######## imem_loader ########
Figure 1. Signal wires on met2 (imem_loader).
(4 px per um)
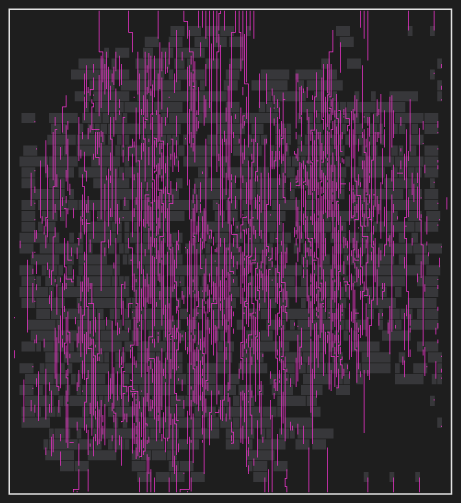
Figure 2. Pin map (imem_loader).
(4 px per um) Pins as bars across the die edge, other pins in grey.
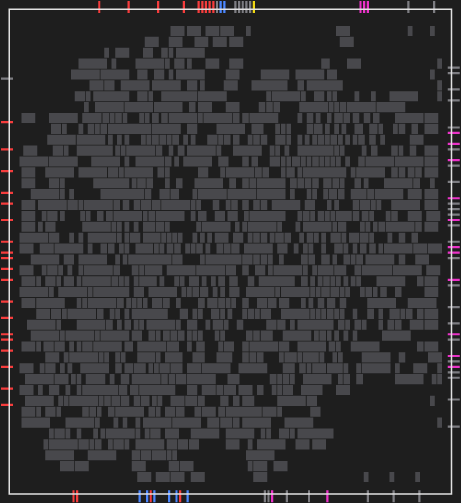
[config.mk]
export PLATFORM = sky130hd
export DESIGN_NAME = imem_loader
export DESIGN_NICKNAME = d
export VERILOG_FILES = /design/src/rtl/imem_loader.sv
export SDC_FILE = /design/constraint.sdc
export NUM_CORES = 1
export LEC_CHECK = 0
export ABC_AREA = 1
export CAP_MARGIN = 20
export CORE_ASPECT_RATIO = 1.1
export CORE_MARGIN = 2
export CORE_UTILIZATION = 48
export DETAILED_ROUTE_END_ITERATION = 10
export PLACE_DENSITY = 0.81
export SYNTH_ARGS = -nofsm -noshare
export SYNTH_HDL_FRONTEND = slang
export SYNTH_SLANG_ARGS = --single-unit
[constraint.sdc]
create_clock -name clk -period 2.2 [get_ports clk]
set_input_delay 0.22 -clock clk [delete_from_list [all_inputs] [get_ports clk]]
set_output_delay 0.22 -clock clk [all_outputs]
set_load 0.005 [all_outputs]
[src/rtl/imem_loader.sv]
// imem_loader: byte-stream program loader for the instruction memory.
// Parses a sync/length/payload/checksum frame, writes each assembled
// little-endian word into the instruction memory and keeps the core held
// in reset until a complete image has been stored and its XOR checksum
// has matched.
module imem_loader #(
  parameter int D_SIZE  = 32,  // instruction word width
  parameter int AD_SIZE = 32,  // instruction memory byte-address width
  parameter int DEPTH   = 32   // memory capacity in words, largest legal N
) (
  input  logic               clk,
  input  logic               rst,          // synchronous, active-low
  input  logic               in_valid,
  input  logic [7:0]         in_data,
  output logic               in_ready,
  output logic               im_we,
  output logic [AD_SIZE-1:0] im_addr,
  output logic [D_SIZE-1:0]  im_wdata,
  output logic               core_hold,
  output logic               done,
  output logic               err,
  output logic [15:0]        words_loaded
);

  // Frame start marker; it is the only byte that leaves IDLE, DONE or ERROR.
  localparam logic [7:0] SYNC_BYTE = 8'hA5;

  // Capacity widened by one bit so the N > DEPTH test can never overflow.
  localparam logic [16:0] DEPTH_W = 17'(DEPTH);

  typedef enum logic [2:0] {
    S_IDLE,
    S_LEN_LO,
    S_LEN_HI,
    S_DATA,
    S_WRITE,
    S_CHECK,
    S_DONE,
    S_ERROR
  } state_e;

  // ---------------------------------------------------------------------
  // Frame-tracking state
  // ---------------------------------------------------------------------
  state_e              state_q,    state_d;
  logic [15:0]         n_q,        n_d;         // word count of this frame
  logic [1:0]          byte_cnt_q, byte_cnt_d;  // byte lane within the word
  logic [D_SIZE-1:0]   word_q,     word_d;      // word being assembled
  logic [7:0]          acc_q,      acc_d;       // running payload XOR
  logic [15:0]         words_q,    words_d;     // words written so far

  // ---------------------------------------------------------------------
  // Registered outputs
  // ---------------------------------------------------------------------
  logic                in_ready_q,  in_ready_d;
  logic                im_we_q,     im_we_d;
  logic [AD_SIZE-1:0]  im_addr_q,   im_addr_d;
  logic [D_SIZE-1:0]   im_wdata_q,  im_wdata_d;
  logic                core_hold_q, core_hold_d;
  logic                done_q,      done_d;
  logic                err_q,       err_d;

  // Helper terms
  logic        accept;     // a byte is transferred at the coming edge
  logic        is_sync;    // the byte on the bus is the frame marker
  logic [15:0] n_full;     // word count once the high byte arrives
  logic        len_bad;    // zero-length or oversized image
  logic [15:0] words_inc;  // word count after the current write

  // Transfer qualifier and length decode shared by the next-state logic.
  always_comb begin
    accept    = in_valid && in_ready_q;
    is_sync   = (in_data == SYNC_BYTE);
    n_full    = {in_data, n_q[7:0]};
    len_bad   = (n_full == 16'd0) || ({1'b0, n_full} > DEPTH_W);
    words_inc = words_q + 16'd1;
  end

  // Frame parser: next state, counters, word assembly and checksum.
  always_comb begin
    // NOTE: every variable gets its hold value before any branch so no
    // path through the case leaves one unassigned, which would infer a latch.
    state_d    = state_q;
    n_d        = n_q;
    byte_cnt_d = byte_cnt_q;
    word_d     = word_q;
    acc_d      = acc_q;
    words_d    = words_q;

    unique case (state_q)
      S_IDLE, S_DONE, S_ERROR: begin
        // Anything but the marker is discarded; the marker starts a fresh
        // frame with all per-frame counters cleared.
        if (accept && is_sync) begin
          state_d    = S_LEN_LO;
          byte_cnt_d = 2'd0;
          acc_d      = 8'h00;
          words_d    = 16'd0;
        end
      end

      S_LEN_LO: begin
        if (accept) begin
          n_d     = {8'h00, in_data};
          state_d = S_LEN_HI;
        end
      end

      S_LEN_HI: begin
        if (accept) begin
          n_d     = n_full;
          state_d = len_bad ? S_ERROR : S_DATA;
        end
      end

      S_DATA: begin
        // Little-endian: lane 0 is bits 7:0 of the word.
        if (accept) begin
          word_d[{byte_cnt_q, 3'b000} +: 8] = in_data;
          acc_d      = acc_q ^ in_data;
          byte_cnt_d = byte_cnt_q + 2'd1;
          if (byte_cnt_q == 2'd3) begin
            state_d = S_WRITE;
          end
        end
      end

      S_WRITE: begin
        // Single bubble cycle: the input is stalled while the word is
        // presented to the memory, then the count advances.
        words_d = words_inc;
        state_d = (words_inc == n_q) ? S_CHECK : S_DATA;
      end

      S_CHECK: begin
        if (accept) begin
          state_d = (in_data == acc_q) ? S_DONE : S_ERROR;
        end
      end

      default: begin
        state_d = S_IDLE;
      end
    endcase
  end

  // Output decode from the next state so every port is a plain flop.
  always_comb begin
    in_ready_d  = (state_d != S_WRITE);
    im_we_d     = (state_d == S_WRITE);
    im_addr_d   = im_addr_q;
    im_wdata_d  = im_wdata_q;
    core_hold_d = (state_d != S_DONE);
    done_d      = (state_d == S_DONE);
    err_d       = (state_d == S_ERROR);

    // Address and data are captured only when a write is launched and hold
    // their last values otherwise; the strobe alone qualifies them.
    if (state_d == S_WRITE && state_q != S_WRITE) begin
      im_addr_d  = AD_SIZE'({words_q, 2'b00});
      im_wdata_d = word_d;
    end
  end

  // State and output registers with synchronous active-low reset.
  always_ff @(posedge clk) begin
    // NOTE: sequential state uses non-blocking assignments so every flop
    // samples pre-edge values regardless of statement order.
    if (!rst) begin
      state_q     <= S_IDLE;
      n_q         <= 16'd0;
      byte_cnt_q  <= 2'd0;
      word_q      <= '0;
      acc_q       <= 8'h00;
      words_q     <= 16'd0;
      in_ready_q  <= 1'b0;
      im_we_q     <= 1'b0;
      im_addr_q   <= '0;
      im_wdata_q  <= '0;
      core_hold_q <= 1'b1;
      done_q      <= 1'b0;
      err_q       <= 1'b0;
    end else begin
      state_q     <= state_d;
      n_q         <= n_d;
      byte_cnt_q  <= byte_cnt_d;
      word_q      <= word_d;
      acc_q       <= acc_d;
      words_q     <= words_d;
      in_ready_q  <= in_ready_d;
      im_we_q     <= im_we_d;
      im_addr_q   <= im_addr_d;
      im_wdata_q  <= im_wdata_d;
      core_hold_q <= core_hold_d;
      done_q      <= done_d;
      err_q       <= err_d;
    end
  end

  assign in_ready     = in_ready_q;
  assign im_we        = im_we_q;
  assign im_addr      = im_addr_q;
  assign im_wdata     = im_wdata_q;
  assign core_hold    = core_hold_q;
  assign done         = done_q;
  assign err          = err_q;
  assign words_loaded = words_q;

endmodule

==> out/qor.yml <==
timing:
  worstMarginPinSlew_ns: 0.495
  period_needed_ns: 2.01
  hold_viol: 0
global_route:
  grtUsageTotal: 0.233
placement:
  place_ws_ns: 0.0853
final_layout:
  filler_cell_count: 1053
clock_network:
  cts_hold_buffers: 0
  cts_made_buffers: 17
  htree_levels: 4
synth:
  ys_seq_share: 0.437
  edf_count: 0
  synth_top_cell_by_count: "nand2_1"
  yosysWarnings: 0
setup_path:
  path_max_fanout: 7
  cp_common_cell: "nand2_1"
  path_class: "flip-flop to flip-flop"
pwr:
  p_seq_w: 0.00236
  powerDensity_nw_per_um2: 721
  p_comb_w: 0.000171
run_status:
  status: "completed"
About Figure 1:
The wires run mostly vertical. The layer holds 50% of the routed length. The longest straight run is 43.9 um.
final WL: 15.0 mm
vias: 5626
GR Layer Usage met2: 0.397

About Figure 2:
Magenta stands for words_loaded, pins 16, direction output, edge 11 right, 3 top, 2 bottom. Yellow stands for core_hold, pins 1, direction output, edge top. Red stands for im_wdata, pins 32, direction output, edge 19 left, 9 top, 4 bottom. Blue stands for in_data, pins 8, direction input, edge 6 bottom, 2 top.
All pins by edge: 34 right, 23 top, 20 left, 19 bottom.

## final cells by class
type | instances | area share
multi-input combinational | 565 | 0.372
sequential | 130 | 0.339
timing repair buffer | 115 | 0.141
clock buffer | 19 | 0.0589
inverter | 82 | 0.0401
tap | 154 | 0.0251
clock inverter | 13 | 0.0238
## path summary, 6_finish.rpt
path | start | endpoint | slack [ns] | depth (start not counted)
max reg2reg | words_loaded[3] | core_hold | 0.19 | 13
min reg2reg | word_q[2] | word_q[2] | 0.48 | 2
min | word_q[2] | word_q[2] | 0.48 | 2
max | words_loaded[3] | core_hold | 0.19 | 13

######## dds_sin_gen ########
--- config.mk ---
export PLATFORM = sky130hd
export DESIGN_NAME = dds_sin_gen
export DESIGN_NICKNAME = d
export VERILOG_FILES = /design/src/rtl/dds_pkg.sv /design/src/rtl/sin_quarter_lut.sv /design/src/rtl/dds_sin_gen.sv
export SDC_FILE = /design/constraint.sdc
export NUM_CORES = 1
export LEC_CHECK = 0
export ABC_AREA = 1
export CORE_MARGIN = 4
export CORE_UTILIZATION = 29
export DETAILED_ROUTE_END_ITERATION = 10
export PLACE_DENSITY = 0.44
export SLEW_MARGIN = 20
export SYNTH_ARGS = -nofsm -noshare
export SYNTH_HDL_FRONTEND = slang
export SYNTH_SLANG_ARGS = --single-unit
--- constraint.sdc ---
create_clock -name i_clk -period 2.7 [get_ports i_clk]
set_input_delay 0.54 -clock i_clk [delete_from_list [all_inputs] [get_ports i_clk]]
set_output_delay 0.54 -clock i_clk [all_outputs]
set_load 0.01 [all_outputs]
--- src/rtl/dds_pkg.sv ---
// Shared constants, waveform mode encodings and the quarter-sine table generator.
// Latency: n/a (package only).
// Backpressure: n/a (package only).
package dds_pkg;

   typedef enum logic [1:0] {
      MODE_SINE = 2'd0,
      MODE_TRI  = 2'd1,
      MODE_SQR  = 2'd2,
      MODE_SAW  = 2'd3
   } mode_e;

   localparam int DDS_OUT_W    = 8;
   localparam int DDS_PHASE_W  = 16;
   localparam int DDS_LUT_AW   = 6;
   localparam int DDS_CONV_DIV = 8;

   // Fixed-point scale for the elaboration-time sine series (2^28).
   localparam int     SIN_FRAC = 28;
   localparam longint PI_FX    = 64'sd843314857;   // round(pi * 2^28)

   // Q[k] = round(M + (M-1)*sin(pi*k/2^(aw+1))), M = 2^(out_w-1).
   // Evaluated as a Taylor series in 64-bit fixed point so the table can be
   // built as constants without relying on real-valued system functions.
   function automatic int sin_q(input int k, input int aw, input int out_w);
      longint x;
      longint term;
      longint sum;
      longint m;
      longint val;
      x    = (PI_FX * longint'(k)) >>> (aw + 1);
      term = x;
      sum  = x;
      for (int n = 1; n <= 7; n++) begin
         term = (term * x) >>> SIN_FRAC;
         term = (term * x) >>> SIN_FRAC;
         term = -term / longint'((2 * n) * (2 * n + 1));
         sum  = sum + term;
      end
      m   = longint'(1) << (out_w - 1);
      val = (m << SIN_FRAC) + (m - 1) * sum;
      return int'((val + (longint'(1) << (SIN_FRAC - 1))) >>> SIN_FRAC);
   endfunction

endpackage

--- src/rtl/sin_quarter_lut.sv ---
// Quarter-wave sine ROM, 2^LUT_AW+1 entries covering 0..pi/2 inclusive.
// Latency: 1 clk (registered read data).
// Backpressure: none; a new address is accepted every clk.
module sin_quarter_lut
   import dds_pkg::*;
#(
   parameter int LUT_AW = DDS_LUT_AW,
   parameter int OUT_W  = DDS_OUT_W
)(
   input  logic              i_clk,
   input  logic              i_rst,
   input  logic [LUT_AW:0]   i_addr,
   output logic [OUT_W-1:0]  o_dat
);

   localparam int DEPTH = (1 << LUT_AW) + 1;

   logic [OUT_W-1:0] w_rom [0:DEPTH-1];
   logic [OUT_W-1:0] r_dat;

   genvar gk;
   generate
      for (gk = 0; gk < DEPTH; gk++) begin : g_rom
         assign w_rom[gk] = OUT_W'(sin_q(gk, LUT_AW, OUT_W));
      end
   endgenerate

   // Registered table read.
   always_ff @(posedge i_clk or negedge i_rst) begin
      if (!i_rst) begin
         r_dat <= '0;
      end else begin
         r_dat <= w_rom[i_addr];
      end
   end

   assign o_dat = r_dat;

endmodule

--- src/rtl/dds_sin_gen.sv ---
// DDS waveform generator (sine/triangle/square/saw) ticked by an async sample clock.
// Latency: outputs update 4 clk edges after the edge that first samples sample_clk high.
// Backpressure: none; every enabled tick produces exactly one sample.
module dds_sin_gen
   import dds_pkg::*;
#(
   parameter int OUT_W    = DDS_OUT_W,
   parameter int PHASE_W  = DDS_PHASE_W,
   parameter int LUT_AW   = DDS_LUT_AW,
   parameter int CONV_DIV = DDS_CONV_DIV
)(
   input  logic               i_clk,
   input  logic               i_rst,
   input  logic               i_sample_clk,
   input  logic               i_enable,
   input  logic [PHASE_W-1:0] i_phase_inc,
   input  logic [1:0]         i_mode,
   output logic [OUT_W-1:0]   o_out,
   output logic               o_out_valid,
   output logic               o_new_period,
   output logic               o_start_conv,
   output logic               o_phaze
);

   localparam int CNT_W  = (CONV_DIV > 1) ? $clog2(CONV_DIV) : 1;
   localparam int TOP_W  = OUT_W + 1;      // phase bits needed by tri/saw/square
   localparam int LUTA_W = LUT_AW + 2;     // phase bits needed by the sine path
   localparam int KEEP_W = (TOP_W > LUTA_W) ? TOP_W : LUTA_W;
   localparam int AW1    = LUT_AW + 1;

   // Tick detection
   logic r_sync1, r_sync2, r_sync3;
   logic w_tick, w_adv;

   // Generator state
   logic [PHASE_W-1:0] r_acc;
   logic               r_first;
   logic               r_carry;
   logic [CNT_W-1:0]   r_conv_cnt;
   logic [1:0]         r_mode;

   // Tick-stage combinational values
   logic [PHASE_W:0]   w_sum;
   logic               w_np;
   logic [CNT_W-1:0]   w_cnt_eff;
   logic [CNT_W-1:0]   w_cnt_nxt;
   logic [1:0]         w_mode_sel;

   // Stage 0 (tick captured)
   logic               r_s0_vld, r_s0_np, r_s0_sc;
   logic [1:0]         r_s0_mode;
   logic [KEEP_W-1:0]  r_s0_keep;

   // Stage 1 (LUT read)
   logic               r_s1_vld, r_s1_np, r_s1_sc;
   logic [1:0]         r_s1_mode;
   logic [TOP_W-1:0]   r_s1_top;

   logic [LUT_AW-1:0]  w_idx;
   logic [AW1-1:0]     w_addr;
   logic [OUT_W-1:0]   w_lut;
   logic [OUT_W-1:0]   w_wave;

   assign w_tick = r_sync2 & ~r_sync3;
   assign w_adv  = w_tick & i_enable;

   // Two-flop synchroniser plus a third flop for rising-edge detection.
   always_ff @(posedge i_clk or negedge i_rst) begin
      if (!i_rst) begin
         r_sync1 <= 1'b0;
         r_sync2 <= 1'b0;
         r_sync3 <= 1'b0;
      end else begin
         r_sync1 <= i_sample_clk;
         r_sync2 <= r_sync1;
         r_sync3 <= r_sync2;
      end
   end

   // Period start, conversion-counter realignment and mode selection for this tick.
   always_comb begin
      w_sum      = {1'b0, r_acc} + {1'b0, i_phase_inc};
      w_np       = r_first | r_carry;
      w_cnt_eff  = w_np ? '0 : r_conv_cnt;
      w_cnt_nxt  = (w_cnt_eff == CNT_W'(CONV_DIV - 1)) ? '0 : (w_cnt_eff + CNT_W'(1));
      w_mode_sel = w_np ? i_mode : r_mode;
   end

   // Accumulator and per-period state advance only on enabled ticks.
   always_ff @(posedge i_clk or negedge i_rst) begin
      if (!i_rst) begin
         r_acc      <= '0;
         r_first    <= 1'b1;
         r_carry    <= 1'b0;
         r_conv_cnt <= '0;
         r_mode     <= MODE_SINE;
      end else if (w_adv) begin
         r_acc      <= w_sum[PHASE_W-1:0];
         r_first    <= 1'b0;
         r_carry    <= w_sum[PHASE_W];
         r_conv_cnt <= w_cnt_nxt;
         r_mode     <= w_mode_sel;
      end
   end

   // Stage 0: capture the pre-increment phase and the flags of this sample.
   always_ff @(posedge i_clk or negedge i_rst) begin
      if (!i_rst) begin
         r_s0_vld  <= 1'b0;
         r_s0_np   <= 1'b0;
         r_s0_sc   <= 1'b0;
         r_s0_mode <= MODE_SINE;
         r_s0_keep <= '0;
      end else begin
         r_s0_vld  <= w_adv;
         r_s0_np   <= w_np;
         r_s0_sc   <= (w_cnt_eff == '0);
         r_s0_mode <= w_mode_sel;
         r_s0_keep <= r_acc[PHASE_W-1 -: KEEP_W];
      end
   end

   // Odd quadrants read the table mirrored; index 2^LUT_AW reaches the peak entry.
   assign w_idx  = r_s0_keep[KEEP_W-3 -: LUT_AW];
   assign w_addr = r_s0_keep[KEEP_W-2] ? (AW1'(1 << LUT_AW) - {1'b0, w_idx})
                                       : {1'b0, w_idx};

   sin_quarter_lut #(
      .LUT_AW (LUT_AW),
      .OUT_W  (OUT_W)
   ) u_lut (
      .i_clk  (i_clk),
      .i_rst  (i_rst),
      .i_addr (w_addr),
      .o_dat  (w_lut)
   );

   // Stage 1: carry sample flags alongside the registered table read.
   always_ff @(posedge i_clk or negedge i_rst) begin
      if (!i_rst) begin
         r_s1_vld  <= 1'b0;
         r_s1_np   <= 1'b0;
         r_s1_sc   <= 1'b0;
         r_s1_mode <= MODE_SINE;
         r_s1_top  <= '0;
      end else begin
         r_s1_vld  <= r_s0_vld;
         r_s1_np   <= r_s0_np;
         r_s1_sc   <= r_s0_sc;
         r_s1_mode <= r_s0_mode;
         r_s1_top  <= r_s0_keep[KEEP_W-1 -: TOP_W];
      end
   end

   // Waveform select; the top stored bit is the phase MSB (second half-period).
   always_comb begin
      w_wave = '0;
      case (mode_e'(r_s1_mode))
         MODE_SINE: w_wave = r_s1_top[TOP_W-1] ? (OUT_W'(0) - w_lut) : w_lut;
         MODE_TRI:  w_wave = r_s1_top[TOP_W-1] ? ~r_s1_top[TOP_W-2:0] : r_s1_top[TOP_W-2:0];
         MODE_SQR:  w_wave = r_s1_top[TOP_W-1] ? OUT_W'(1) : '1;
         MODE_SAW:  w_wave = r_s1_top[TOP_W-1:1];
         default:   w_wave = '0;
      endcase
   end

   // Output register: sample and phase flag hold between ticks, pulses last one clk.
   always_ff @(posedge i_clk or negedge i_rst) begin
      if (!i_rst) begin
         o_out        <= OUT_W'(1 << (OUT_W - 1));
         o_out_valid  <= 1'b0;
         o_new_period <= 1'b0;
         o_start_conv <= 1'b0;
         o_phaze      <= 1'b0;
      end else begin
         o_out_valid  <= r_s1_vld;
         o_new_period <= r_s1_vld & r_s1_np;
         o_start_conv <= r_s1_vld & r_s1_sc;
         if (r_s1_vld) begin
            o_out   <= w_wave;
            o_phaze <= ~r_s1_top[TOP_W-1];
         end
      end
   end

endmodule

Figure 3. Metal 3 (dds_sin_gen).
(4 px per um)
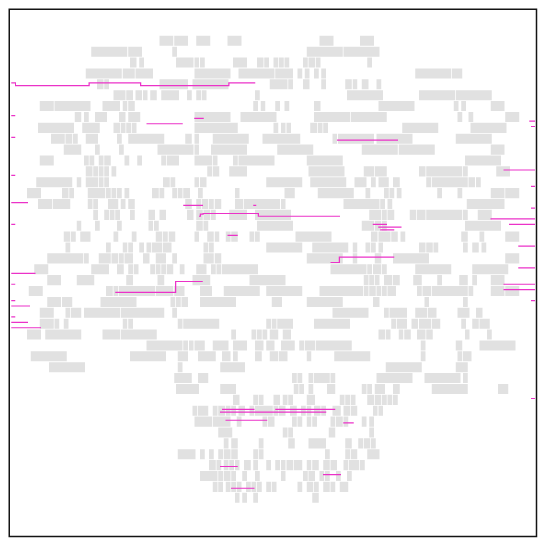
The layer carries 342 um of wire. 38 nets have wire on it.

Figure 4. Routing congestion (dds_sin_gen).
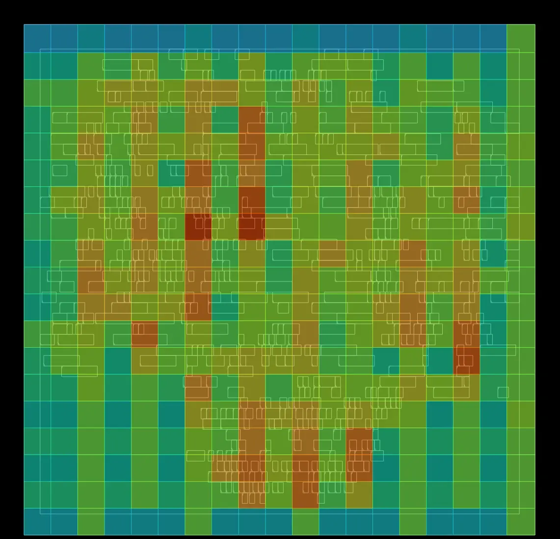
GR Layer Usage met3: 0.0283
GR Layer Usage met2: 0.188
Avg WL per Cell: 12.5 um

==> out/qor.yml <==
global_route:
  grt_pass1_vias: 3524
  busiest_layer: "met2"
  overflow: 0
synth:
  yosysWarnings: 0
  synth.logic.top_family: "simple AND/OR/NAND/NOR gates"
  top_cell_area_share: 0.408
run_status:
  status: "completed"
floorplanning:
  core_region_area_um2: 14800
clock_network:
  cts.sinks: 74
  cts_tree: "built"
  cts_hold_buffers: 0
timing:
  setup-tns-final_ns: 0
setup_path:
  worst_path_largest_cell_delay_ns: 0.37
  crit_family: "simple AND/OR/NAND/NOR gates"
final_layout:
  top_regs: "r_acc: 16 flops, r_s0_keep: 9 flops, r_s1_top: 9 flops"
[cell type report]
type | instances | area (um^2) | share of cell area
Clock buffer | 10 | 229 | 0.0431
Clock inverter | 6 | 113 | 0.0212
Inverter | 63 | 236 | 0.0445
Multi-Input combinational cell | 422 | 2240 | 0.423
Sequential cell | 74 | 1850 | 0.349
Tap cell | 184 | 230 | 0.0434
Timing Repair Buffer | 43 | 403 | 0.0759
[report_power, final]
part / switching, W / total [W] / internal [W]
logic: 0.00246 / 0.00392 / 0.00147
registers: 0.000287 / 0.00186 / 0.00158
clock network: 0.000457 / 0.00136 / 0.000907

######## control_unit ########
## src/rtl/control_unit.sv

```systemverilog
// Multicycle control FSM: sequences fetch, decode, execute, memory and write-back
// steps and drives the datapath control lines combinationally from the current state.
module control_unit (
   input  logic        clk,
   input  logic        reset,
   input  logic [31:0] Inst,
   input  logic        Zero,
   input  logic        i_ack,
   input  logic        d_ack,
   output logic        PCWrite,
   output logic        PCWriteCond,
   output logic        BranchNe,
   output logic        IRWrite,
   output logic        IMemReq,
   output logic        DMemReq,
   output logic        DMemWe,
   output logic        RegWrite,
   output logic        LoadAB,
   output logic        LoadALUOut,
   output logic        LoadMDR,
   output logic        Illegal,
   output logic [1:0]  ALUSrcA,
   output logic [1:0]  ALUSrcB,
   output logic [2:0]  ALUCtl,
   output logic [1:0]  MemToReg,
   output logic [1:0]  PCSource,
   output logic [3:0]  State
);

   typedef enum logic [3:0] {
      S_IDLE     = 4'd0,
      S_FETCH    = 4'd1,
      S_DECODE   = 4'd2,
      S_EXEC_R   = 4'd3,
      S_EXEC_I   = 4'd4,
      S_LUI      = 4'd5,
      S_WB_ALU   = 4'd6,
      S_MEM_ADDR = 4'd7,
      S_MEM_RD   = 4'd8,
      S_WB_MEM   = 4'd9,
      S_MEM_WR   = 4'd10,
      S_BRANCH   = 4'd11,
      S_JAL      = 4'd12,
      S_JALR     = 4'd13,
      S_HALT     = 4'd14
   } state_t;

   state_t state_q, state_d;

   logic [6:0] opcode;
   logic [2:0] funct3;
   assign opcode = Inst[6:0];
   assign funct3 = Inst[14:12];

   // Zero is consumed by the datapath branch gate, not by this decoder.
   logic zero_unused, inst_unused;
   assign zero_unused = Zero;
   assign inst_unused = ^{Inst[31], Inst[29:15], Inst[11:7]};

   always_ff @(posedge clk or posedge reset) begin
      if (reset) state_q <= S_IDLE;
      else       state_q <= state_d;
   end

   always_comb begin
      state_d     = state_q;
      PCWrite     = 1'b0;
      PCWriteCond = 1'b0;
      BranchNe    = 1'b0;
      IRWrite     = 1'b0;
      IMemReq     = 1'b0;
      DMemReq     = 1'b0;
      DMemWe      = 1'b0;
      RegWrite    = 1'b0;
      LoadAB      = 1'b0;
      LoadALUOut  = 1'b0;
      LoadMDR     = 1'b0;
      Illegal     = 1'b0;
      ALUSrcA     = 2'b00;
      ALUSrcB     = 2'b00;
      ALUCtl      = 3'b000;
      MemToReg    = 2'b00;
      PCSource    = 2'b00;

      case (state_q)
         S_IDLE: state_d = S_FETCH;

         S_FETCH: begin
            IMemReq = 1'b1;
            if (i_ack) begin
               IRWrite = 1'b1;
               PCWrite = 1'b1;
               ALUSrcB = 2'b01;
               state_d = S_DECODE;
            end
         end

         // Precompute OldPC + imm as the branch/JAL target while decoding.
         S_DECODE: begin
            LoadAB     = 1'b1;
            LoadALUOut = 1'b1;
            ALUSrcA    = 2'b10;
            ALUSrcB    = 2'b10;
            case (opcode)
               7'b0110011: state_d = S_EXEC_R;
               7'b0010011: state_d = S_EXEC_I;
               7'b0110111: state_d = S_LUI;
               7'b0000011,
               7'b0100011: state_d = S_MEM_ADDR;
               7'b1100011: state_d = (funct3 == 3'b000 || funct3 == 3'b001) ? S_BRANCH : S_HALT;
               7'b1101111: state_d = S_JAL;
               7'b1100111: state_d = (funct3 == 3'b000) ? S_JALR : S_HALT;
               default:    state_d = S_HALT;
            endcase
         end

         S_EXEC_R: begin
            ALUSrcA    = 2'b01;
            ALUCtl     = Inst[30] ? 3'b001 : 3'b000;
            LoadALUOut = 1'b1;
            state_d    = S_WB_ALU;
         end

         S_EXEC_I: begin
            ALUSrcA    = 2'b01;
            ALUSrcB    = 2'b10;
            LoadALUOut = 1'b1;
            state_d    = S_WB_ALU;
         end

         S_LUI: begin
            ALUSrcB    = 2'b10;
            ALUCtl     = 3'b010;
            LoadALUOut = 1'b1;
            state_d    = S_WB_ALU;
         end

         S_WB_ALU: begin
            RegWrite = 1'b1;
            state_d  = S_FETCH;
         end

         S_MEM_ADDR: begin
            ALUSrcA    = 2'b01;
            ALUSrcB    = 2'b10;
            LoadALUOut = 1'b1;
            state_d    = Inst[5] ? S_MEM_WR : S_MEM_RD;
         end

         S_MEM_RD: begin
            DMemReq = 1'b1;
            if (d_ack) begin
               LoadMDR = 1'b1;
               state_d = S_WB_MEM;
            end
         end

         S_WB_MEM: begin
            RegWrite = 1'b1;
            MemToReg = 2'b01;
            state_d  = S_FETCH;
         end

         S_MEM_WR: begin
            DMemReq = 1'b1;
            DMemWe  = 1'b1;
            if (d_ack) state_d = S_FETCH;
         end

         S_BRANCH: begin
            ALUSrcA     = 2'b01;
            ALUCtl      = 3'b001;
            PCWriteCond = 1'b1;
            BranchNe    = Inst[12];
            PCSource    = 2'b01;
            state_d     = S_FETCH;
         end

         S_JAL: begin
            RegWrite = 1'b1;
            MemToReg = 2'b10;
            PCWrite  = 1'b1;
            PCSource = 2'b01;
            state_d  = S_FETCH;
         end

         S_JALR: begin
            ALUSrcA  = 2'b01;
            ALUSrcB  = 2'b10;
            RegWrite = 1'b1;
            MemToReg = 2'b10;
            PCWrite  = 1'b1;
            PCSource = 2'b10;
            state_d  = S_FETCH;
         end

         S_HALT: Illegal = 1'b1;

         default: state_d = S_IDLE;
      endcase
   end

   assign State = state_q;

endmodule

```

## config.mk

```make
export PLATFORM = sky130hd
export DESIGN_NAME = control_unit
export DESIGN_NICKNAME = d
export VERILOG_FILES = /design/src/rtl/control_unit.sv
export SDC_FILE = /design/constraint.sdc
export NUM_CORES = 1
export LEC_CHECK = 0
export CAP_MARGIN = 10
export CELL_PAD_IN_SITES_DETAIL_PLACEMENT = 1
export CELL_PAD_IN_SITES_GLOBAL_PLACEMENT = 2
export CORE_MARGIN = 5
export CORE_UTILIZATION = 12
export CTS_CLUSTER_DIAMETER = 60
export DETAILED_ROUTE_END_ITERATION = 7
export MAX_ROUTING_LAYER = met4
export PLACE_DENSITY_LB_ADDON = 0.1
export SYNTH_ARGS = -nofsm -noshare
export SYNTH_HDL_FRONTEND = slang
export SYNTH_SLANG_ARGS = --single-unit
```

## constraint.sdc

```tcl
create_clock -name clk -period 1.3 [get_ports clk]
set_input_delay 0.26 -clock clk [delete_from_list [all_inputs] [get_ports clk]]
set_output_delay 0.26 -clock clk [all_outputs]
set_load 0.01 [all_outputs]
```

Figure 5. Routed metal per tile (control_unit).
(4 px per um) 17 x 17 tiles, from dark blue (low) to red (high), scaled to the fullest tile. Values are wire area over tile area, all layers added.
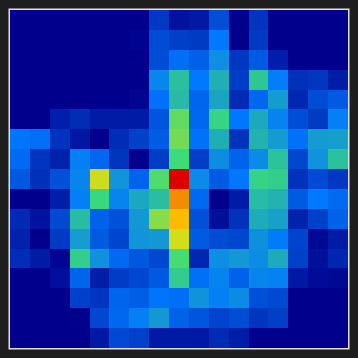
The densest ninth of the die: middle. 3.8% of the tiles are over half the peak. The mean over all tiles is 0.082. The emptiest ninth of the die: top left.
Avg WL per Cell: 14.3 um
vias: 1095
all-layer global routing usage: 0.106
final WL: 3.83 mm

==> out/qor.yml <==
synth:
  synth_area_um2: 666
  yosysWarnings: 0
  ys_types: 36
run_status:
  violations: "setup timing"
  status: "complete, but fails checks"
final_layout:
  nNonClkBuffers: 97
  area_growth_pct: 188
  comb_cells: 85
  fin_cells: 267
  flop_area_um2: 105
drt:
  routed.top_layer: "met4"
  routedLengthMet1_mm: 1.61
  remaining_drc_errors: 0
  dr.pass1.iters: 3
global_route:
  grtUsageMet2: 0.188
clock_network:
  cts.sinks: 4
placement:
  place_congestion: 0.799
  dp_cells: 244
  port-buffer-count: 40
timing:
  setup_viol: 28
  worst_slack_ns: -0.314
floorplanning:
  num_io_pins: 64
Figure 6. Signal wires on met2 (control_unit).
(6 px per um)
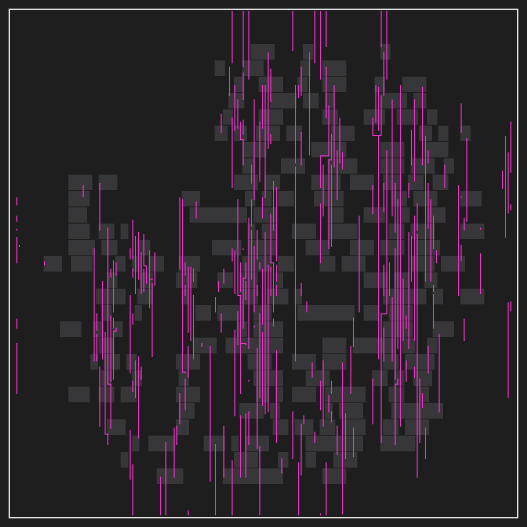
The layer holds 52% of the routed length. 191 nets have wire on it.

## power by group
| part | internal, W | switching (W) | leakage, nW |
|---|---|---|---|
| logic | 0.00201 | 0.00163 | 0.831 |
| clock network | 0.000211 | 0.0000800 | 0.0228 |
| registers | 0.000202 | 0.000111 | 0.0443 |
| total | 0.00243 | 0.00182 | 0.898 |
## critical path, cell delays in order (launching register included)
cell	delay (ns)
dfrtp_2	0.46
buf_6	0.16
nor2_4	0.09
buf_4	0.13
and3_1	0.16
buf_2	0.14
## what timing repair did
item,in CTS,in global routing
setup buffers,9,13
pin swaps,6,22
gates resized,140,72
endpoints found under the setup margin,30,30

Power figures rest on the tool's default switching activity, not on a simulated workload.
